######## i2c_slave_regctl ########
### PDN straps and rails, i2c_slave_regctl

Pins as bars on the die edge.
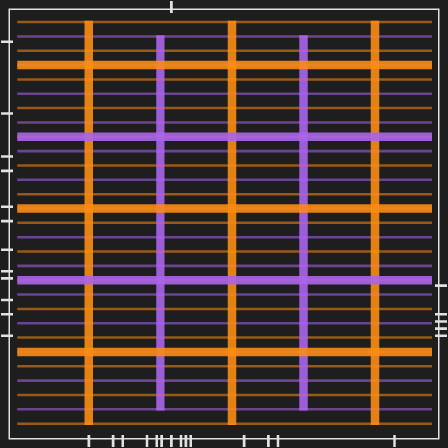

$ cat src/rtl/i2c_pkg.sv
// Shared I2C slave definitions: FSM state encoding, ACK/NACK line levels, default device address.
// Declarations only; no logic, no latency, no flow control.
package i2c_pkg;

  localparam logic [6:0] I2C_DEF_SLAVE_ADDR = 7'h50;
  localparam logic       I2C_ACK            = 1'b0;
  localparam logic       I2C_NACK           = 1'b1;

  typedef enum logic [3:0] {
    ST_IDLE      = 4'd0,
    ST_ADDR      = 4'd1,
    ST_ADDR_ACK  = 4'd2,
    ST_PTR       = 4'd3,
    ST_PTR_ACK   = 4'd4,
    ST_WR_DATA   = 4'd5,
    ST_WR_ACK    = 4'd6,
    ST_RD_DATA   = 4'd7,
    ST_RD_ACK    = 4'd8,
    ST_WAIT_STOP = 4'd9
  } i2c_state_e;

endpackage

$ cat src/rtl/i2c_bus_sync.sv
// SCL/SDA synchroniser with edge, START and STOP pulse detection; pulses appear SYNC_STAGES+1 clk after the pad
// change. No backpressure: pulses are single-cycle and unconditional.
module i2c_bus_sync #(
  parameter int SYNC_STAGES = 2
) (
  input  logic clk_i,
  input  logic rst_in,
  input  logic scl_i,
  input  logic sda_i,
  output logic sda_o,
  output logic scl_rise_o,
  output logic scl_fall_o,
  output logic start_det_o,
  output logic stop_det_o
);

  logic [SYNC_STAGES-1:0] scl_sync_q;
  logic [SYNC_STAGES-1:0] sda_sync_q;
  logic                   scl_prev_q;
  logic                   sda_prev_q;
  logic                   scl_s;

  // Reset to 1 so an idle bus produces no spurious edges when reset lifts.
  always_ff @(posedge clk_i or posedge rst_in) begin
    if (rst_in) begin
      scl_sync_q <= '1;
      sda_sync_q <= '1;
      scl_prev_q <= 1'b1;
      sda_prev_q <= 1'b1;
    end else begin
      scl_sync_q <= {scl_sync_q[SYNC_STAGES-2:0], scl_i};
      sda_sync_q <= {sda_sync_q[SYNC_STAGES-2:0], sda_i};
      scl_prev_q <= scl_sync_q[SYNC_STAGES-1];
      sda_prev_q <= sda_sync_q[SYNC_STAGES-1];
    end
  end

  assign scl_s       = scl_sync_q[SYNC_STAGES-1];
  assign sda_o       = sda_sync_q[SYNC_STAGES-1];
  assign scl_rise_o  = scl_s & ~scl_prev_q;
  assign scl_fall_o  = ~scl_s & scl_prev_q;
  // Only the current SCL level is qualified, so a bus condition coinciding with an SCL edge still registers.
  assign start_det_o = scl_s & sda_prev_q & ~sda_o;
  assign stop_det_o  = scl_s & ~sda_prev_q & sda_o;

endmodule

$ cat src/rtl/i2c_slave_regctl.sv
// I2C slave register controller: address match, pointer, burst read/write with auto-increment.
// wr_en 1 clk after the 8th synced SCL rise; rd_en on the ACK-bit rise; the master paces everything, no stalls.
module i2c_slave_regctl
  import i2c_pkg::*;
#(
  parameter logic [6:0] SLAVE_ADDR  = I2C_DEF_SLAVE_ADDR,
  parameter int         REG_ADDR_W  = 8,
  parameter int         SYNC_STAGES = 2
) (
  input  logic                  clk,
  input  logic                  rst_in,
  input  logic                  scl_in,
  input  logic                  sda_in,
  output logic                  sda_oe,
  output logic                  rd_en,
  input  logic [7:0]            rd_data,
  output logic                  wr_en,
  output logic [7:0]            wr_data,
  output logic [REG_ADDR_W-1:0] reg_addr,
  output logic                  busy
);

  localparam logic [REG_ADDR_W-1:0] PTR_ONE = {{(REG_ADDR_W-1){1'b0}}, 1'b1};

  logic sda_s;
  logic scl_rise;
  logic scl_fall;
  logic start_det;
  logic stop_det;

  i2c_bus_sync #(
    .SYNC_STAGES (SYNC_STAGES)
  ) u_sync (
    .clk_i       (clk),
    .rst_in      (rst_in),
    .scl_i       (scl_in),
    .sda_i       (sda_in),
    .sda_o       (sda_s),
    .scl_rise_o  (scl_rise),
    .scl_fall_o  (scl_fall),
    .start_det_o (start_det),
    .stop_det_o  (stop_det)
  );

  i2c_state_e            state_q;
  logic [2:0]            bit_cnt_q;
  logic [7:0]            shift_q;
  logic                  phase_q;
  logic                  rw_q;
  logic                  ld_q;
  logic                  sda_oe_q;
  logic                  rd_en_q;
  logic                  wr_en_q;
  logic [7:0]            wr_data_q;
  logic [REG_ADDR_W-1:0] reg_addr_q;
  logic                  busy_q;
  logic [7:0]            rx_byte_d;

  assign rx_byte_d = {shift_q[6:0], sda_s};

  // phase_q splits each ACK slot: 0 = waiting for the fall that opens it, 1 = slot in progress.
  always_ff @(posedge clk or posedge rst_in) begin
    if (rst_in) begin
      state_q    <= ST_IDLE;
      bit_cnt_q  <= 3'd0;
      shift_q    <= 8'd0;
      phase_q    <= 1'b0;
      rw_q       <= 1'b0;
      ld_q       <= 1'b0;
      sda_oe_q   <= 1'b0;
      rd_en_q    <= 1'b0;
      wr_en_q    <= 1'b0;
      wr_data_q  <= 8'd0;
      reg_addr_q <= '0;
      busy_q     <= 1'b0;
    end else begin
      rd_en_q <= 1'b0;
      wr_en_q <= 1'b0;
      ld_q    <= rd_en_q;
      if (wr_en_q) reg_addr_q <= reg_addr_q + PTR_ONE;
      if (ld_q) shift_q <= rd_data;

      if (stop_det) begin
        state_q  <= ST_IDLE;
        sda_oe_q <= 1'b0;
        busy_q   <= 1'b0;
      end else if (start_det) begin
        state_q   <= ST_ADDR;
        bit_cnt_q <= 3'd7;
        sda_oe_q  <= 1'b0;
        phase_q   <= 1'b0;
      end else begin
        unique case (state_q)
          ST_IDLE: ;
          ST_ADDR: begin
            if (scl_rise) begin
              shift_q   <= rx_byte_d;
              bit_cnt_q <= bit_cnt_q - 3'd1;
              if (bit_cnt_q == 3'd0) begin
                rw_q    <= sda_s;
                phase_q <= 1'b0;
                if (rx_byte_d[7:1] == SLAVE_ADDR) begin
                  state_q <= ST_ADDR_ACK;
                  busy_q  <= 1'b1;
                end else begin
                  state_q <= ST_WAIT_STOP;
                  busy_q  <= 1'b0;
                end
              end
            end
          end
          ST_ADDR_ACK: begin
            if (scl_fall) begin
              if (!phase_q) begin
                sda_oe_q <= 1'b1;
                phase_q  <= 1'b1;
              end else begin
                sda_oe_q  <= 1'b0;
                state_q   <= ST_PTR;
                bit_cnt_q <= 3'd7;
              end
            end else if (scl_rise && phase_q && rw_q) begin
              // Read: ACK stays driven; RD_DATA replaces it with bit 7 on the closing fall.
              rd_en_q   <= 1'b1;
              state_q   <= ST_RD_DATA;
              bit_cnt_q <= 3'd7;
            end
          end
          ST_PTR, ST_WR_DATA: begin
            if (scl_rise) begin
              shift_q   <= rx_byte_d;
              bit_cnt_q <= bit_cnt_q - 3'd1;
              if (bit_cnt_q == 3'd0) begin
                phase_q <= 1'b0;
                if (state_q == ST_PTR) begin
                  reg_addr_q <= rx_byte_d[REG_ADDR_W-1:0];
                  state_q    <= ST_PTR_ACK;
                end else begin
                  wr_data_q <= rx_byte_d;
                  wr_en_q   <= 1'b1;
                  state_q   <= ST_WR_ACK;
                end
              end
            end
          end
          ST_PTR_ACK, ST_WR_ACK: begin
            if (scl_fall) begin
              if (!phase_q) begin
                sda_oe_q <= 1'b1;
                phase_q  <= 1'b1;
              end else begin
                sda_oe_q  <= 1'b0;
                state_q   <= ST_WR_DATA;
                bit_cnt_q <= 3'd7;
              end
            end
          end
          ST_RD_DATA: begin
            if (scl_fall) begin
              sda_oe_q  <= ~shift_q[7];
              shift_q   <= {shift_q[6:0], 1'b0};
              bit_cnt_q <= bit_cnt_q - 3'd1;
              if (bit_cnt_q == 3'd0) begin
                state_q <= ST_RD_ACK;
                phase_q <= 1'b0;
              end
            end
          end
          ST_RD_ACK: begin
            if (scl_fall && !phase_q) begin
              sda_oe_q <= 1'b0;
              phase_q  <= 1'b1;
            end else if (scl_rise && phase_q) begin
              if (sda_s == I2C_NACK) begin
                state_q <= ST_WAIT_STOP;
              end else begin
                reg_addr_q <= reg_addr_q + PTR_ONE;
                rd_en_q    <= 1'b1;
                state_q    <= ST_RD_DATA;
                bit_cnt_q  <= 3'd7;
              end
            end
          end
          ST_WAIT_STOP: sda_oe_q <= 1'b0;
          default: begin
            state_q  <= ST_IDLE;
            sda_oe_q <= 1'b0;
          end
        endcase
      end
    end
  end

  assign sda_oe   = sda_oe_q;
  assign rd_en    = rd_en_q;
  assign wr_en    = wr_en_q;
  assign wr_data  = wr_data_q;
  assign reg_addr = reg_addr_q;
  assign busy     = busy_q;

endmodule
$ cat config.mk
export PLATFORM = sky130hd
export DESIGN_NAME = i2c_slave_regctl
export DESIGN_NICKNAME = d
export VERILOG_FILES = /design/src/rtl/i2c_pkg.sv /design/src/rtl/i2c_bus_sync.sv /design/src/rtl/i2c_slave_regctl.sv
export SDC_FILE = /design/constraint.sdc
export NUM_CORES = 1
export LEC_CHECK = 0
export CAP_MARGIN = 5
export CORE_UTILIZATION = 45
export CTS_CLUSTER_SIZE = 28
export DETAILED_ROUTE_END_ITERATION = 7
export PLACE_DENSITY_LB_ADDON = 0.25
export SYNTH_ARGS = -nofsm -noshare
export SYNTH_HDL_FRONTEND = slang
export SYNTH_SLANG_ARGS = --single-unit
$ cat constraint.sdc
create_clock -name clk -period 4.1 [get_ports clk]
set_input_delay 0.82 -clock clk [delete_from_list [all_inputs] [get_ports clk]]
set_output_delay 0.82 -clock clk [all_outputs]
set_load 0.05 [all_outputs]
######## sram_rd_arbiter ########
<file path="config.mk">
export PLATFORM = sky130hd
export DESIGN_NAME = sram_rd_arbiter
export DESIGN_NICKNAME = d
export VERILOG_FILES = /design/src/rtl/sram_rd_arbiter.sv
export SDC_FILE = /design/constraint.sdc
export NUM_CORES = 1
export LEC_CHECK = 0
export ABC_AREA = 1
export CAP_MARGIN = 40
export CORE_ASPECT_RATIO = 0.9
export CORE_MARGIN = 2
export CORE_UTILIZATION = 27
export CTS_CLUSTER_DIAMETER = 40
export DETAILED_ROUTE_END_ITERATION = 12
export SLEW_MARGIN = 25
export SYNTH_ARGS = -nofsm -noshare
export SYNTH_HDL_FRONTEND = slang
export SYNTH_SLANG_ARGS = --single-unit
</file>
<file path="constraint.sdc">
create_clock -name clk_i -period 1.6 [get_ports clk_i]
set_input_delay 0.32 -clock clk_i [delete_from_list [all_inputs] [get_ports clk_i]]
set_output_delay 0.32 -clock clk_i [all_outputs]
set_load 0.02 [all_outputs]
</file>
<file path="src/rtl/sram_rd_arbiter.sv">
// Round-robin read arbiter sharing one fixed-latency SRAM read port among N_REQ requesters.
// Optional macro SRAM_RD_ARB_PRIO0_EN gives requester 0 absolute priority over the others.
//
// state  | meaning
// S_IDLE | no access in flight; arbitrate and issue the read strobe
// S_WAIT | read issued; count down the SRAM latency
// S_ACK  | ack_o pulse to the winner; no new grant this cycle
module sram_rd_arbiter #(
    parameter int N_REQ      = 2,
    parameter int ADDR_WIDTH = 6,
    parameter int DATA_WIDTH = 32,
    parameter int RD_LATENCY = 1
) (
    input  logic                        clk_i,
    input  logic                        rst_i,
    input  logic [N_REQ-1:0]            req_i,
    input  logic [N_REQ*ADDR_WIDTH-1:0] addr_i,
    output logic [N_REQ-1:0]            ack_o,
    output logic [DATA_WIDTH-1:0]       data_o,
    output logic                        busy_o,
    output logic [ADDR_WIDTH-1:0]       sram_addr_o,
    output logic                        sram_re_o,
    input  logic [DATA_WIDTH-1:0]       sram_data_i
);

    localparam int IW = $clog2(N_REQ);
    localparam int CW = $clog2(RD_LATENCY + 1);

    typedef enum logic [1:0] {S_IDLE, S_WAIT, S_ACK} state_t;

    state_t          state_q, state_d;
    logic [IW-1:0]   rr_ptr;
    logic [IW-1:0]   winner_q;
    logic [CW-1:0]   cnt_q;
    logic [IW-1:0]   grant_idx;
    logic            grant_vld;

    // Descending scan so the last hit is the first requester after the pointer.
    always_comb begin
        grant_idx = '0;
        grant_vld = 1'b0;
`ifdef SRAM_RD_ARB_PRIO0_EN
        for (int i = N_REQ - 1; i >= 1; i--) begin
            if (req_i[1 + (int'(rr_ptr) - 1 + i) % (N_REQ - 1)]) begin
                grant_idx = IW'(1 + (int'(rr_ptr) - 1 + i) % (N_REQ - 1));
                grant_vld = 1'b1;
            end
        end
        if (req_i[0]) begin
            grant_idx = '0;
            grant_vld = 1'b1;
        end
`else
        for (int i = N_REQ; i >= 1; i--) begin
            if (req_i[(int'(rr_ptr) + i) % N_REQ]) begin
                grant_idx = IW'((int'(rr_ptr) + i) % N_REQ);
                grant_vld = 1'b1;
            end
        end
`endif
    end

    always_ff @(posedge clk_i or posedge rst_i) begin
        if (rst_i) state_q <= S_IDLE;
        else       state_q <= state_d;
    end

    always_comb begin
        state_d = state_q;
        case (state_q)
            S_IDLE:  if (grant_vld) state_d = S_WAIT;
            S_WAIT:  if (cnt_q == '0) state_d = S_ACK;
            S_ACK:   state_d = S_IDLE;
            default: state_d = S_IDLE;
        endcase
    end

    assign busy_o = (state_q != S_IDLE);

    always_ff @(posedge clk_i or posedge rst_i) begin
        if (rst_i) begin
            ack_o       <= '0;
            data_o      <= '0;
            sram_addr_o <= '0;
            sram_re_o   <= 1'b0;
            rr_ptr      <= IW'(N_REQ - 1);
            winner_q    <= '0;
            cnt_q       <= '0;
        end else begin
            sram_re_o <= 1'b0;
            ack_o     <= '0;
            case (state_q)
                S_IDLE: begin
                    if (grant_vld) begin
                        sram_addr_o <= addr_i[grant_idx*ADDR_WIDTH +: ADDR_WIDTH];
                        sram_re_o   <= 1'b1;
                        winner_q    <= grant_idx;
                        cnt_q       <= CW'(RD_LATENCY);
                    end
                end
                S_WAIT: begin
                    if (cnt_q == '0) begin
                        data_o          <= sram_data_i;
                        ack_o[winner_q] <= 1'b1;
`ifdef SRAM_RD_ARB_PRIO0_EN
                        // Requester 0 grants leave the shared rotation untouched.
                        if (winner_q != '0) rr_ptr <= winner_q;
`else
                        rr_ptr <= winner_q;
`endif
                    end else begin
                        cnt_q <= cnt_q - CW'(1);
                    end
                end
                default: ;
            endcase
        end
    end

endmodule
</file>
######## crc8_share_arbiter_flat ########
[src/rtl/crc8_arb_pkg.sv]
// Shared types and CRC8 constants for the CRC8 share arbiter, its engine and models.
package crc8_arb_pkg;

  typedef enum logic [1:0] {
    IDLE,
    LAUNCH,
    WAIT_CRC,
    RELEASE
  } arb_state_t;

  // CRC8 definition used by the shared engine: MSB-first, no reflection, no final xor.
  localparam logic [7:0] CRC8_SEED = 8'h0D;
  localparam logic [7:0] CRC8_POLY = 8'hC6;

endpackage

[src/rtl/crc8_share_arbiter_if.sv]
// Requester and engine signal bundle of the CRC8 share arbiter.
// master: the arbiter; slave: the requesters plus the CRC8 engine.
interface crc8_share_arbiter_if #(
  parameter int N_REQ       = 4,
  parameter int DATA_LENGTH = 32
);

  // Requester side
  logic [N_REQ-1:0]             req;
  logic [N_REQ*DATA_LENGTH-1:0] req_data;
  logic [N_REQ-1:0]             grant;
  logic [N_REQ-1:0]             done;
  logic [7:0]                   crc_result;
  logic                         crc_err;

  // Engine side
  logic [DATA_LENGTH-1:0]       crc_data;
  logic                         crc_valid;
  logic                         crc_clear;
  logic                         crc_ready;
  logic [7:0]                   crc8_in;

  modport master (
    input  req, req_data, crc_ready, crc8_in,
    output grant, done, crc_result, crc_err, crc_data, crc_valid, crc_clear
  );

  modport slave (
    output req, req_data, crc_ready, crc8_in,
    input  grant, done, crc_result, crc_err, crc_data, crc_valid, crc_clear
  );

endinterface

[src/rtl/crc8_share_arbiter_rr_pick.sv]
// Round-robin picker: first set request scanning upward from i_ptr, wrapping at N_REQ-1.
module rr_pick #(
  parameter int N_REQ = 4
) (
  input  logic [N_REQ-1:0]         i_req,
  input  logic [$clog2(N_REQ)-1:0] i_ptr,
  output logic                     o_found,
  output logic [$clog2(N_REQ)-1:0] o_idx
);

  localparam int IDXW = $clog2(N_REQ);

  // Scan candidates ptr, ptr+1, ... modulo N_REQ; the first hit wins.
  always_comb begin
    o_found = 1'b0;
    o_idx   = '0;
    for (int unsigned k = 0; k < N_REQ; k++) begin
      int unsigned c;
      c = int'(i_ptr) + k;
      if (c >= N_REQ) c = c - N_REQ;
      if (!o_found && i_req[c]) begin
        o_found = 1'b1;
        o_idx   = IDXW'(c);
      end
    end
  end

endmodule

[src/rtl/crc8_share_arbiter.sv]
// Round-robin sequencer sharing one CRC8 engine between N_REQ requesters.
// IDLE -> LAUNCH -> WAIT_CRC -> RELEASE -> IDLE, all outputs registered,
// with a watchdog that aborts a transaction when the engine never becomes ready.
module crc8_share_arbiter
  import crc8_arb_pkg::*;
#(
  parameter int N_REQ          = 4,
  parameter int DATA_LENGTH    = 32,
  parameter int TIMEOUT_CYCLES = 64
) (
  input  logic                 clk,
  input  logic                 reset_n,
  output logic                 busy,
  crc8_share_arbiter_if.master bus
);

  localparam int IDXW = $clog2(N_REQ);
  localparam int CNTW = $clog2(TIMEOUT_CYCLES + 1);
  localparam logic [N_REQ-1:0] ONE = N_REQ'(1);

  arb_state_t             r_state, w_state_nxt;
  logic [IDXW-1:0]        r_idx, w_idx_nxt;
  logic [IDXW-1:0]        r_ptr, w_ptr_nxt;
  logic [CNTW-1:0]        r_count, w_count_nxt, w_count_inc;
  logic [N_REQ-1:0]       r_grant, w_grant_nxt;
  logic [N_REQ-1:0]       r_done, w_done_nxt;
  logic [7:0]             r_result, w_result_nxt;
  logic                   r_err, w_err_nxt;
  logic                   r_busy, w_busy_nxt;
  logic [DATA_LENGTH-1:0] r_data, w_data_nxt;
  logic                   r_valid, w_valid_nxt;
  logic                   r_clear, w_clear_nxt;

  logic                   w_found;
  logic [IDXW-1:0]        w_pick;
  logic [DATA_LENGTH-1:0] w_word;

  rr_pick #(.N_REQ(N_REQ)) u_pick (
    .i_req   (bus.req),
    .i_ptr   (r_ptr),
    .o_found (w_found),
    .o_idx   (w_pick)
  );

  // Select the data word of the requester the picker chose.
  always_comb begin
    w_word = '0;
    for (int unsigned i = 0; i < N_REQ; i++) begin
      if (w_pick == IDXW'(i)) w_word = bus.req_data[i*DATA_LENGTH +: DATA_LENGTH];
    end
  end

  // Next-state and next-output logic; every output is a register loaded from here.
  always_comb begin
    w_state_nxt  = r_state;
    w_idx_nxt    = r_idx;
    w_ptr_nxt    = r_ptr;
    w_count_nxt  = r_count;
    w_count_inc  = r_count + 1'b1;
    w_grant_nxt  = r_grant;
    w_done_nxt   = '0;
    w_result_nxt = r_result;
    w_err_nxt    = 1'b0;
    w_busy_nxt   = r_busy;
    w_data_nxt   = r_data;
    w_valid_nxt  = 1'b0;
    w_clear_nxt  = 1'b0;
    case (r_state)
      IDLE: begin
        if (w_found) begin
          w_idx_nxt   = w_pick;
          w_data_nxt  = w_word;
          w_grant_nxt = ONE << w_pick;
          w_busy_nxt  = 1'b1;
          w_valid_nxt = 1'b1;
          w_state_nxt = LAUNCH;
        end
      end
      LAUNCH: begin
        w_count_nxt = '0;
        w_state_nxt = WAIT_CRC;
      end
      WAIT_CRC: begin
        // Abort is decided on the incremented count; ready in that same cycle still wins.
        if (bus.crc_ready) begin
          w_result_nxt = bus.crc8_in;
          w_done_nxt   = ONE << r_idx;
          w_clear_nxt  = 1'b1;
          w_state_nxt  = RELEASE;
        end else if (w_count_inc == CNTW'(TIMEOUT_CYCLES - 1)) begin
          w_err_nxt   = 1'b1;
          w_done_nxt  = ONE << r_idx;
          w_clear_nxt = 1'b1;
          w_state_nxt = RELEASE;
        end else begin
          w_count_nxt = w_count_inc;
        end
      end
      RELEASE: begin
        w_grant_nxt = '0;
        w_busy_nxt  = 1'b0;
        w_ptr_nxt   = (r_idx == IDXW'(N_REQ - 1)) ? '0 : r_idx + 1'b1;
        w_state_nxt = IDLE;
      end
      default: w_state_nxt = IDLE;
    endcase
  end

  // State and registered outputs; asynchronous reset drops everything to zero.
  always_ff @(posedge clk or negedge reset_n) begin
    if (!reset_n) begin
      r_state  <= IDLE;
      r_idx    <= '0;
      r_ptr    <= '0;
      r_count  <= '0;
      r_grant  <= '0;
      r_done   <= '0;
      r_result <= '0;
      r_err    <= 1'b0;
      r_busy   <= 1'b0;
      r_data   <= '0;
      r_valid  <= 1'b0;
      r_clear  <= 1'b0;
    end else begin
      r_state  <= w_state_nxt;
      r_idx    <= w_idx_nxt;
      r_ptr    <= w_ptr_nxt;
      r_count  <= w_count_nxt;
      r_grant  <= w_grant_nxt;
      r_done   <= w_done_nxt;
      r_result <= w_result_nxt;
      r_err    <= w_err_nxt;
      r_busy   <= w_busy_nxt;
      r_data   <= w_data_nxt;
      r_valid  <= w_valid_nxt;
      r_clear  <= w_clear_nxt;
    end
  end

  assign busy           = r_busy;
  assign bus.grant      = r_grant;
  assign bus.done       = r_done;
  assign bus.crc_result = r_result;
  assign bus.crc_err    = r_err;
  assign bus.crc_data   = r_data;
  assign bus.crc_valid  = r_valid;
  assign bus.crc_clear  = r_clear;

endmodule

[src/flat_wrapper.sv]
// flat-port wrapper written by rule: the top's interface ports become plain ports
module crc8_share_arbiter_flat import crc8_arb_pkg::*;
#(
  parameter int N_REQ          = 4,
  parameter int DATA_LENGTH    = 32,
  parameter int TIMEOUT_CYCLES = 64
)
  (clk, reset_n, busy, bus_req, bus_req_data, bus_crc_ready, bus_crc8_in, bus_grant, bus_done, bus_crc_result, bus_crc_err, bus_crc_data, bus_crc_valid, bus_crc_clear);
  crc8_share_arbiter_if #(.N_REQ(N_REQ), .DATA_LENGTH(DATA_LENGTH)) bus_i ();
  input  logic clk;
  input  logic reset_n;
  output logic busy;
  input wire logic [$bits(bus_i.req)-1:0] bus_req;
  input wire logic [$bits(bus_i.req_data)-1:0] bus_req_data;
  input wire logic [$bits(bus_i.crc_ready)-1:0] bus_crc_ready;
  input wire logic [$bits(bus_i.crc8_in)-1:0] bus_crc8_in;
  output wire logic [$bits(bus_i.grant)-1:0] bus_grant;
  output wire logic [$bits(bus_i.done)-1:0] bus_done;
  output wire logic [$bits(bus_i.crc_result)-1:0] bus_crc_result;
  output wire logic [$bits(bus_i.crc_err)-1:0] bus_crc_err;
  output wire logic [$bits(bus_i.crc_data)-1:0] bus_crc_data;
  output wire logic [$bits(bus_i.crc_valid)-1:0] bus_crc_valid;
  output wire logic [$bits(bus_i.crc_clear)-1:0] bus_crc_clear;
  assign bus_i.req = bus_req;
  assign bus_i.req_data = bus_req_data;
  assign bus_i.crc_ready = bus_crc_ready;
  assign bus_i.crc8_in = bus_crc8_in;
  assign bus_grant = bus_i.grant;
  assign bus_done = bus_i.done;
  assign bus_crc_result = bus_i.crc_result;
  assign bus_crc_err = bus_i.crc_err;
  assign bus_crc_data = bus_i.crc_data;
  assign bus_crc_valid = bus_i.crc_valid;
  assign bus_crc_clear = bus_i.crc_clear;
  crc8_share_arbiter #(.N_REQ(N_REQ), .DATA_LENGTH(DATA_LENGTH), .TIMEOUT_CYCLES(TIMEOUT_CYCLES)) u_core (.clk(clk), .reset_n(reset_n), .busy(busy), .bus(bus_i));
endmodule
[config.mk]
export PLATFORM = sky130hd
export DESIGN_NAME = crc8_share_arbiter_flat
export DESIGN_NICKNAME = d
export VERILOG_FILES = /design/src/rtl/crc8_arb_pkg.sv /design/src/rtl/crc8_share_arbiter_if.sv /design/src/rtl/crc8_share_arbiter_rr_pick.sv /design/src/rtl/crc8_share_arbiter.sv /design/src/flat_wrapper.sv
export SDC_FILE = /design/constraint.sdc
export NUM_CORES = 1
export LEC_CHECK = 0
export CAP_MARGIN = 30
export CORE_MARGIN = 4
export CORE_UTILIZATION = 43
export DETAILED_ROUTE_END_ITERATION = 7
export GPL_ROUTABILITY_DRIVEN = 0
export PLACE_DENSITY = 0.91
export RECOVER_POWER = 100
export SLEW_MARGIN = 15
export SYNTH_ARGS = -nofsm -noshare
export SYNTH_HDL_FRONTEND = slang
export SYNTH_HIERARCHICAL = 1
export SYNTH_SLANG_ARGS = --single-unit
[constraint.sdc]
create_clock -name clk -period 5.6 [get_ports clk]
set_clock_uncertainty 0.05 [all_clocks]
set_input_delay 0.56 -clock clk [delete_from_list [all_inputs] [get_ports clk]]
set_output_delay 0.56 -clock clk [all_outputs]
set_load 0.01 [all_outputs]
######## epp_regbank ########
`src/rtl/epp_regbank_pkg.sv`:
```
// Shared constants for the EPP register bank: address map, STATUS bit
// positions and the controller state encoding.
package epp_regbank_pkg;

  localparam logic [7:0] CFG_BASE  = 8'h00;
  localparam logic [7:0] STATUS    = 8'h08;
  localparam logic [7:0] LEVEL     = 8'h09;
  localparam logic [7:0] FIFO_PORT = 8'h0A;
  localparam logic [7:0] EXT_BASE  = 8'h80;

  localparam int ST_EMPTY = 0;
  localparam int ST_FULL  = 1;
  localparam int ST_OVF   = 2;
  localparam int ST_ERR   = 3;

  typedef enum logic [1:0] {
    S_IDLE      = 2'd0,
    S_WAIT_PUSH = 2'd1,
    S_EXT_WAIT  = 2'd2
  } state_t;

endpackage

```
`src/rtl/byte_fifo.sv`:
```
// Byte-wide synchronous FIFO with level output. A push while full is
// accepted only when a pop happens in the same cycle.
module byte_fifo #(
  parameter int DEPTH = 16
) (
  input  logic                     clk,
  input  logic                     rst,
  input  logic                     push,
  input  logic [7:0]               din,
  input  logic                     pop,
  output logic [7:0]               dout,
  output logic                     full,
  output logic                     empty,
  output logic [$clog2(DEPTH):0]   level
);
  localparam int AW = $clog2(DEPTH);

  logic [7:0]    mem [DEPTH];
  logic [AW-1:0] wr_ptr, rd_ptr;
  logic          do_push, do_pop;

  assign full    = (level == (AW+1)'(DEPTH));
  assign empty   = (level == '0);
  assign do_pop  = pop & ~empty;
  assign do_push = push & (~full | do_pop);
  assign dout    = mem[rd_ptr];

  always_ff @(posedge clk) begin
    if (do_push) mem[wr_ptr] <= din;
  end

  // Pointers wrap naturally because DEPTH is a power of two.
  always_ff @(posedge clk or posedge rst) begin
    if (rst) begin
      wr_ptr <= '0;
      rd_ptr <= '0;
      level  <= '0;
    end else begin
      if (do_push) wr_ptr <= wr_ptr + AW'(1);
      if (do_pop)  rd_ptr <= rd_ptr + AW'(1);
      case ({do_push, do_pop})
        2'b10:   level <= level + (AW+1)'(1);
        2'b01:   level <= level - (AW+1)'(1);
        default: level <= level;
      endcase
    end
  end

endmodule

```
`src/rtl/epp_regbank.sv`:
```
// EPP-side register bank: config bytes, STATUS, command FIFO push port and
// a bridged external window with timeout.
module epp_regbank
  import epp_regbank_pkg::*;
#(
  parameter int FIFO_DEPTH = 16,
  parameter int TIMEOUT    = 255
) (
  input  logic        clk,
  input  logic        rst,
  input  logic [7:0]  ip_addr,
  input  logic [7:0]  ip_do,
  input  logic        ip_wr,
  input  logic        ip_rd,
  output logic [7:0]  ip_di,
  output logic        ip_do_rdy,
  output logic [63:0] cfg,
  output logic [7:0]  cmd_data,
  output logic        cmd_valid,
  input  logic        cmd_ready,
  output logic        ext_req,
  output logic        ext_we,
  output logic [6:0]  ext_addr,
  output logic [7:0]  ext_wdata,
  input  logic        ext_ack,
  input  logic [7:0]  ext_rdata,
  output logic        busy,
  output state_t      dbg_state
);
  localparam int LW = $clog2(FIFO_DEPTH) + 1;
  localparam int TW = (TIMEOUT > 1) ? $clog2(TIMEOUT) : 1;

  // Front-end handshake: a one-cycle ip_wr/ip_rd pulse is accepted only while
  // ip_do_rdy is high; ip_do_rdy returns high once the access has completed
  // and ip_di holds the read result.
  state_t          state, state_nxt;
  logic [7:0][7:0] cfg_q;
  logic            err;
  logic [7:0]      pend_byte;
  logic [TW-1:0]   tcnt;
  logic            acc, ext_hit, push_req, pop, room, expired;
  logic            fifo_push, fifo_full, fifo_empty;
  logic [7:0]      fifo_din, rd_data, status_byte;
  logic [LW-1:0]   fifo_level;

  byte_fifo #(.DEPTH(FIFO_DEPTH)) u_fifo (
    .clk   (clk),
    .rst   (rst),
    .push  (fifo_push),
    .din   (fifo_din),
    .pop   (pop),
    .dout  (cmd_data),
    .full  (fifo_full),
    .empty (fifo_empty),
    .level (fifo_level)
  );

  assign cmd_valid = ~fifo_empty;
  assign cfg       = cfg_q;
  assign busy      = (state != S_IDLE);
  assign ip_do_rdy = ~busy;
  assign dbg_state = state;

  always_ff @(posedge clk or posedge rst) begin
    if (rst) state <= S_IDLE;
    else     state <= state_nxt;
  end

  always_comb begin
    state_nxt = state;
    case (state)
      S_IDLE: begin
        if (ext_hit)                state_nxt = S_EXT_WAIT;
        else if (push_req && !room) state_nxt = S_WAIT_PUSH;
      end
      S_WAIT_PUSH: if (room)               state_nxt = S_IDLE;
      S_EXT_WAIT:  if (ext_ack || expired) state_nxt = S_IDLE;
      default:     state_nxt = S_IDLE;
    endcase
  end

  // Write wins when ip_wr and ip_rd arrive together.
  always_comb begin
    acc       = ip_wr | ip_rd;
    ext_hit   = acc & (ip_addr >= EXT_BASE);
    push_req  = ip_wr & (ip_addr == FIFO_PORT);
    pop       = cmd_valid & cmd_ready;
    room      = ~fifo_full | pop;
    expired   = (tcnt == TW'(TIMEOUT - 1));
    fifo_push = 1'b0;
    fifo_din  = ip_do;
    case (state)
      S_IDLE:      fifo_push = push_req & room;
      S_WAIT_PUSH: begin
        fifo_push = room;
        fifo_din  = pend_byte;
      end
      default:     fifo_push = 1'b0;
    endcase
  end

  always_comb begin
    status_byte           = 8'h00;
    status_byte[ST_EMPTY] = fifo_empty;
    status_byte[ST_FULL]  = fifo_full;
    status_byte[ST_OVF]   = 1'b0;
    status_byte[ST_ERR]   = err;
    rd_data = 8'h00;
    if (ip_addr[7:3] == CFG_BASE[7:3]) rd_data = cfg_q[ip_addr[2:0]];
    else if (ip_addr == STATUS)        rd_data = status_byte;
    else if (ip_addr == LEVEL)         rd_data = 8'(fifo_level);
  end

  always_ff @(posedge clk or posedge rst) begin
    if (rst) begin
      cfg_q     <= '0;
      ip_di     <= 8'h00;
      err       <= 1'b0;
      pend_byte <= 8'h00;
      tcnt      <= '0;
      ext_req   <= 1'b0;
      ext_we    <= 1'b0;
      ext_addr  <= 7'h00;
      ext_wdata <= 8'h00;
    end else begin
      case (state)
        S_IDLE: begin
          if (ext_hit) begin
            ext_req   <= 1'b1;
            ext_we    <= ip_wr;
            ext_addr  <= ip_addr[6:0];
            ext_wdata <= ip_do;
            tcnt      <= '0;
          end else if (ip_wr) begin
            if (ip_addr[7:3] == CFG_BASE[7:3])       cfg_q[ip_addr[2:0]] <= ip_do;
            else if (ip_addr == STATUS && ip_do[ST_ERR]) err <= 1'b0;
            else if (ip_addr == FIFO_PORT && !room)  pend_byte <= ip_do;
          end else if (ip_rd) begin
            ip_di <= rd_data;
          end
        end
        S_EXT_WAIT: begin
          // An ack arriving in the expiry cycle takes precedence.
          if (ext_ack) begin
            ext_req <= 1'b0;
            if (!ext_we) ip_di <= ext_rdata;
          end else if (expired) begin
            ext_req <= 1'b0;
            err     <= 1'b1;
            if (!ext_we) ip_di <= 8'hFF;
          end else begin
            tcnt <= tcnt + TW'(1);
          end
        end
        default: ;
      endcase
    end
  end

endmodule

```
`config.mk`:
```
export PLATFORM = sky130hd
export DESIGN_NAME = epp_regbank
export DESIGN_NICKNAME = d
export VERILOG_FILES = /design/src/rtl/epp_regbank_pkg.sv /design/src/rtl/byte_fifo.sv /design/src/rtl/epp_regbank.sv
export SDC_FILE = /design/constraint.sdc
export NUM_CORES = 1
export LEC_CHECK = 0
export CELL_PAD_IN_SITES_DETAIL_PLACEMENT = 0
export CELL_PAD_IN_SITES_GLOBAL_PLACEMENT = 2
export CORE_UTILIZATION = 40
export DETAILED_ROUTE_END_ITERATION = 7
export PLACE_DENSITY = 0.88
export SETUP_SLACK_MARGIN = 0.05
export SYNTH_ARGS = -nofsm -noshare
export SYNTH_HDL_FRONTEND = slang
export SYNTH_SLANG_ARGS = --single-unit
```
`constraint.sdc`:
```
create_clock -name clk -period 8.6 [get_ports clk]
set_clock_uncertainty 0.2 [all_clocks]
set_input_delay 2.58 -clock clk [delete_from_list [all_inputs] [get_ports clk]]
set_output_delay 2.58 -clock clk [all_outputs]
set_load 0.02 [all_outputs]
```
### The clock network, i2c_slave_regctl

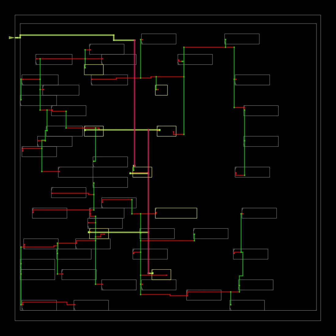
CTS Buf Count: 5
Worst Skew: 0.00820 ns

About 'PDN straps and rails' of i2c_slave_regctl:
- VSS: orange
- VDD: purple
- signal pins: 32
- met4 straps: 5
- met1 rails: 29

==> job_summary.md, i2c_slave_regctl <==
## Synthesis and layout report

| Metric | Value |
|---|---|
| Top-count cell post-synth | `dfrtp_1` |
| Reg clk slew, reported paths | `0.09 ns` |
| Boundary pin count | `32` |
| Total vias in the final route | `2,450` |
| Synth Area in Compound Gates | `0.191` |
| Total core area | `5990 sq um` |
| Largest net degree at the start of global routing | `27` |
| Post-route insts no fill | `401` |
| Post-Synthesis Net Count | `about 320` |
| RSZ-0062 raised after global routing | `false` |
| Seq cells post-synth | `44` |
| Number of enable flip-flop cells | `0` |
| WHS Path Cells | `0` |
| Antenna violations before repair | `0` |
| Slew @ Worst Pin | `1.02 ns` |
| Finished Core Util | `0.546` |
| Drt wl/cell | `17.3 um` |
| Die area | `6590 sq um` |
| Buf/Inv on CP | `0` |
| Hold Vio Cnt, Final | `0` |
| Status | `complete, no violations` |
| Final HPWL DP | `4820 um` |
| Inverter count | `9` |
| Bufs w/o clock | `33` |
| Crit. Startpoint | `state_q[0]$_DFFE_PP0P_` |
| Chip Width | `81.2 um` |
| CTS tree | `built` |
| Drt initial violations | `353` |
i2c_slave_regctl: metrics by stage:
step,total power [mW],area (sq um)
after global routing,1.61,3270
after floorplan,1.02,2820
after detailed placement,1.15,3150
final,1.52,3270
after global placement,1.15,3150
after CTS,1.52,3270
i2c_slave_regctl: state kept, by name, summed over array words and instances, names as in the netlist:
name	flops
u_sync.sda_sync_q	2
rd_en	1
u_sync.scl_sync_q	2
bit_cnt_q	3
ld_q	1
wr_en	1
u_sync.sda_prev_q	1
reg_addr	8
wr_data	8
shift_q	8
rw_q	1
busy	1
sda_oe	1
u_sync.scl_prev_q	1
state_q	4
phase_q	1
i2c_slave_regctl: routing by layer:
layer,wire length [um],GRT usage,up-vias
met4,91,0.0679,0
met1,3300,0.337,1172
met5,0,0,-
met2,3130,0.345,98
li1,-,-,1170
met3,403,0.0360,10
i2c_slave_regctl: report_power, final:
part | total (mW) | leakage (nW) | switching (mW) | internal (mW)
logic | 0.503 | 0.675 | 0.279 | 0.224
clock network | 0.364 | 0.0614 | 0.164 | 0.200
registers | 0.656 | 0.544 | 0.158 | 0.498
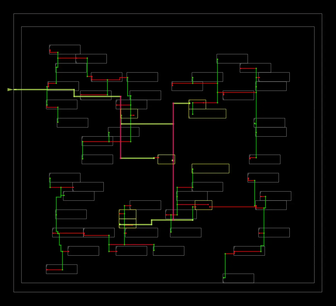
*The clock network, sram_rd_arbiter*
Worst Skew: 0.00423 ns
Latency at later pin: 0.29 ns
clk sink count: 46
Clock group: 1.05 mW

==> job_summary.md, sram_rd_arbiter <==
## Synthesis and layout report

| Metric | Value |
|---|---|
| Hold Vio Cnt, Final | `0` |
| Max-Cap Viols | `0` |
| Finished Core Util | `0.457` |
| Multi-input combinational area share | `0.192` |
| Yosys chip area | `1860 sq um` |
| GR Util met2 | `0.198` |
| Cells along the critical path | `clkdlybuf4s50_1` |
| Status | `complete, no violations` |
| CP endpoint kind | `primary output` |
| Number of fill cells in the layout | `657` |
| Final #Nets | `357` |
| Static Leak | `approximately 1.7 nW` |
| P&R area growth vs syn | `62.5%` |
| Sum Neg Setup Slack | `0 ns` |
| RSZ-0062 raised after global routing | `false` |
| Tool warnings | `26` |
| CTS Buf Count | `5` |
| Seq area share | `0.381` |
| Root buffer cell | `clkbuf_8` |
| Vias/cell | `between 4 and 5` |
| Synthesis Warnings | `0` |
| Seq cells post-synth | `46` |
| Cell Rows | `28` |
| Initial Util | `0.281` |
| First-pass GRT wire length | `7460 um` |
| Post-synth cell types | `15` |
| GR Layer Usage met1 | `0.162` |
| Post-Route WL | `4530 um` |
| Crit Path Max Fanout | `2` |
| WP data required | `1.28 ns` |
## sram_rd_arbiter: registers in the layout, indices dropped and copies added, names as in the netlist
register / count
data_o: 32
rr_ptr: 1
sram_addr_o: 6
cnt_q: 1
ack_o: 2
state_q: 2
winner_q: 1
sram_re_o: 1
## sram_rd_arbiter: logic make-up after synthesis
group | share of synthesized area
buffers and inverters | 0.0679
AND-OR/OR-AND | 0.0128
flip-flops | 0.619
AND/OR/NAND/NOR | 0.300
## sram_rd_arbiter: cells in the mapped netlist
library cell,n,share of area
buf_2,3,0.0081
buf_4,1,0.0040
buf_6,3,0.018
dfrtp_1,45,0.61
dfstp_2,1,0.014
inv_1,17,0.034
inv_4,1,0.0034
nand2_1,121,0.24
nand2_4,1,0.0061
nand3_1,12,0.032
nor2_1,4,0.0081
nor2_2,1,0.0034
nor2_4,1,0.0061
o21ai_0,3,0.0081
o21ai_2,1,0.0047
## sram_rd_arbiter: report_power, final
group          internal (mW)  switching (mW)
combinational           1.15            1.69
clock                  0.666           0.381
sequential              1.74           0.291
## sram_rd_arbiter: timing repair
action / 4_1_cts / 5_1_grt
resized: 19 / 19
pin swaps: 0 / 0
setup buffers: 0 / 0
setup endpoints to repair: 19 / 19
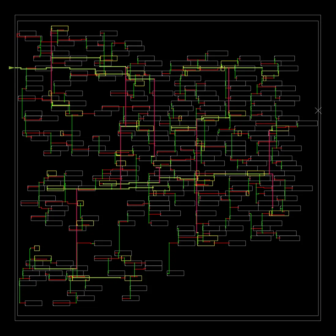
*The clock network, epp_regbank*
CTS Buf Count: 27
Seq Cell Count: 249
Latency at later pin: 0.54 ns

==> job_summary.md, epp_regbank <==
## Synthesis and layout report

| Metric | Value |
|---|---|
| Status | `finished with violations` |
| Failing checks | `DRC` |
| Clk network pwr share | `0.334` |
| Post-CTS Setup Inserts | `0` |
| Crit path DAT | `3.36 ns` |
| Seq cells post-synth | `249` |
| Ys flop type | `edfxtp_1` |
| Logic area | `3730 sq um` |
| Worst reg2reg setup slack | `5.26 ns` |
| Residual DRC | `1` |
| Vias/cell | `5.49` |
| Share of total power in sequential cells | `0.435` |
| Placed inst area | `12,400 sq um` |
| Register share after synthesis | `0.635` |
| Bufs w/o clock | `~140` |
| Top-count cell post-synth | `edfxtp_1` |
| Post-route insts no fill | `1,187` |
| Layout clock area frac | `0.0645` |
| Fraction of cell area in non-clock buffers | `0.103` |
| Tapcell Cnt | `335` |
| Dpl cells | `1,137` |
| Reg clk slew, reported paths | `0.06 ns` |
| Post-Synthesis Net Count | `746` |
| ANT cells | `0` |
| Yosys top cell by area | `edfxtp_1` |
| Sequential Area | `6870 sq um` |
| Kind of critical path | `flop to primary output` |
| Die height | `166 um` |
| VDD IR max | `0.162 mV` |
| Root buffer cell | `clkbuf_16` |
| Boundary pin count | `132` |
| Top cells by count, synth | `128 x edfxtp_1, 121 x dfrtp_1, 88 x mux2_2` |
| Synth Area in Compound Gates | `0.0418` |
## epp_regbank: metal layers
layer	global-route usage	part of all wire
met5	0	0
met4	0.0386	0.018
met3	0.0509	0.076
met2	0.309	0.47
met1	0.264	0.43
## epp_regbank: layout by cell type (no fill, tap or decap), types with 9 or more instances in the layout
cell type        count
clkdlybuf4s50_1    131
edfxtp_1           128
dfrtp_1            120
mux2_2              88
nand2_1             66
mux4_2              46
clkbuf_16           27
nor2_1              23
o21ai_0             19
and2_1              13
mux2i_1             10
ha_1                10
nand3_1              9
a22oi_1              9
## epp_regbank: worst max-delay path, delay by kind of cell, from the launching register on
| family | cells | cell delay (ns) |
|---|---|---|
| buffers and inverters | 2 | 1.02 |
| muxes | 2 | 1.10 |
| DFF | 1 | 0.69 |
## epp_regbank: state kept, by name (all words and copies together), names as in the netlist, 5 cells and up
register / count
ext_addr: 7
tcnt: 8
ip_di: 8
u_fifo.level: 5
u_fifo.mem: 128
cfg: 64
pend_byte: 8
ext_wdata: 8
## epp_regbank: cell families after synthesis
kind of cell / after synthesis
simple gates: 165
fa+ha+maj: 10
flops: 249
buf+inv: 52
compound gates: 68
mux: 146
xor+xnor: 16
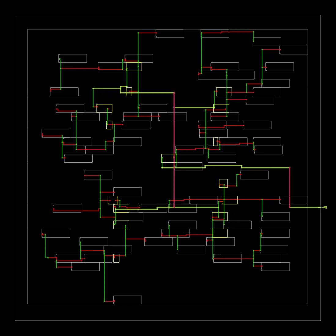
*The clock network, crc8_share_arbiter_flat*
Latency at later pin: 0.33 ns
Clock Buffer Count: 11
CTS Buf Count: 9
Seq Cell Count: 65

==> job_summary.md, crc8_share_arbiter_flat <==
## Synthesis and layout report

| Metric | Value |
|---|---|
| Die area | `9980 sq um` |
| Yosys chip area | `~3600 sq um` |
| Bufs w/o clock | `199` |
| Status | `finished with violations` |
| Buf/Inv on CP | `3` |
| Design Power | `2.62 mW` |
| Failing checks | `capacitance limit, slew limit` |
| Slew Limit Fails | `approximately 66` |
| Basic Gates by Area | `0.0820` |
| Post-CTS Setup Inserts | `0` |
| Antenna violations before repair | `0` |
| Tool warnings | `33` |
| Placed inst area | `5730 sq um` |
| Sequential Area | `1630 sq um` |
| P&R area growth vs syn | `61.3%` |
| Max-Cap Viols | `1` |
| Xor/xnor share | `0.00241` |
| Synthesis Warnings | `6` |
==> crc8_share_arbiter_flat: how the worst min path moves through the flow <==
| stage | end | slack, ns | depth (start not counted) |
|---|---|---|---|
| 2_1_floorplan | u_core/bus.crc_clear$_DFF_PN0_ | 0.21 | 0 |
| 4_1_cts | u_core/bus.crc_err$_DFF_PN0_ | 0.39 | 2 |
| 3_3_place_gp | u_core/bus.crc_result[1]$_DFFE_PN0P_ | 0.43 | 1 |
| 5_1_grt | u_core/bus.crc_result[0]$_DFFE_PN0P_ | 0.48 | 1 |
| 6_report | u_core/bus.crc_result[6]$_DFFE_PN0P_ | 0.46 | 1 |
| 3_5_place_dp | u_core/bus.crc_data[20]$_DFFE_PN0P_ | 0.44 | 1 |
==> crc8_share_arbiter_flat: sequential cells by signal (all words and copies together) (netlist names) <==
register and flops:
u_core/bus.crc_valid 1, u_core/bus.done 4, u_core/bus.crc_clear 1, u_core/r_idx 2, u_core/bus.crc_err 1, u_core/bus.crc_data 32
u_core/bus.crc_result 8, u_core/r_count 7, u_core/bus.grant 4, u_core/busy 1, u_core/r_ptr 2, u_core/r_state 2


==> layout pictures side by side <==
Gate-type map.
panel A
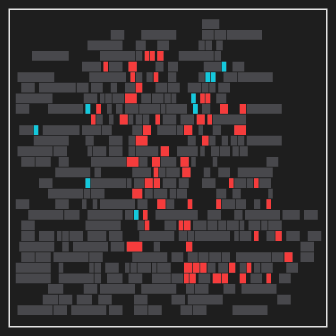
panel B
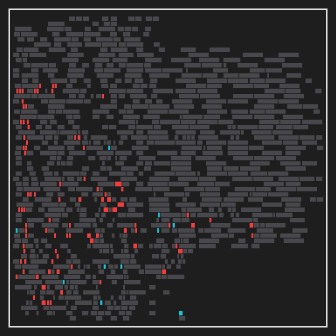
panel C
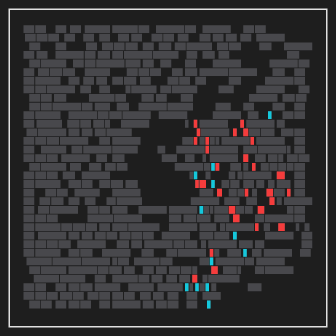
panel D
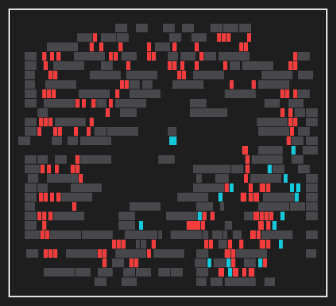
panel D -> sram_rd_arbiter
panel C -> crc8_share_arbiter_flat
panel A -> i2c_slave_regctl
panel B -> epp_regbank

Key to panel C:
- nand cells: red (cells 28)
- inv cells: cyan (cells 12)


==> notes/layouts.md <==
Pictures saved along the way, in no particular order.

M1 wires.
Supply wires on this layer in grey.
(a)
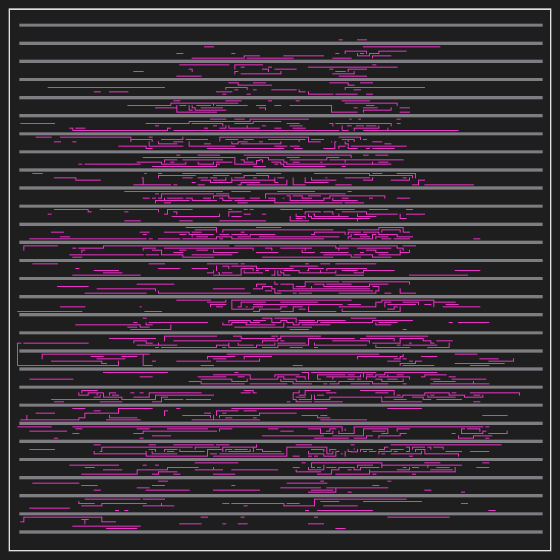
(b)
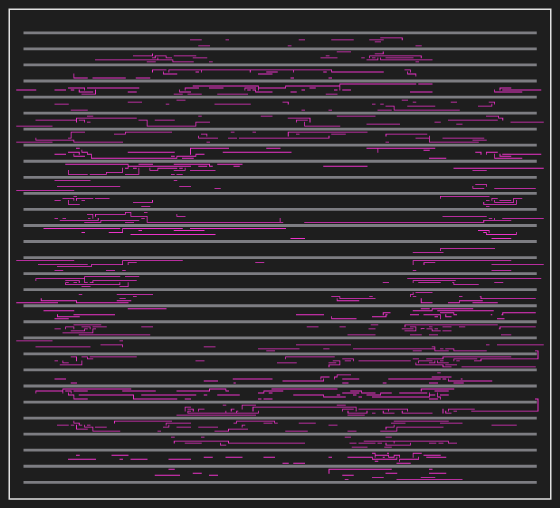
(c)
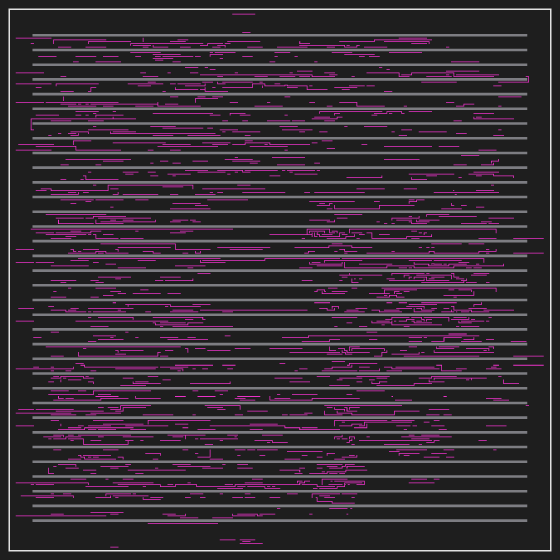
(d)
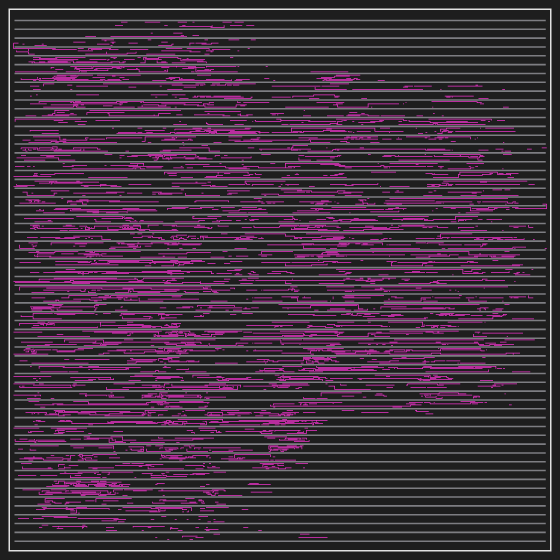
epp_regbank -> (d)
i2c_slave_regctl -> (a)
sram_rd_arbiter -> (b)
crc8_share_arbiter_flat -> (c)

Key to (b):
- main direction: horizontal
- longest straight run: 30.4 um
- share of all routed wire: 46%
- nets with wire on the layer: 300

Power is estimated from default activity; no workload was simulated.
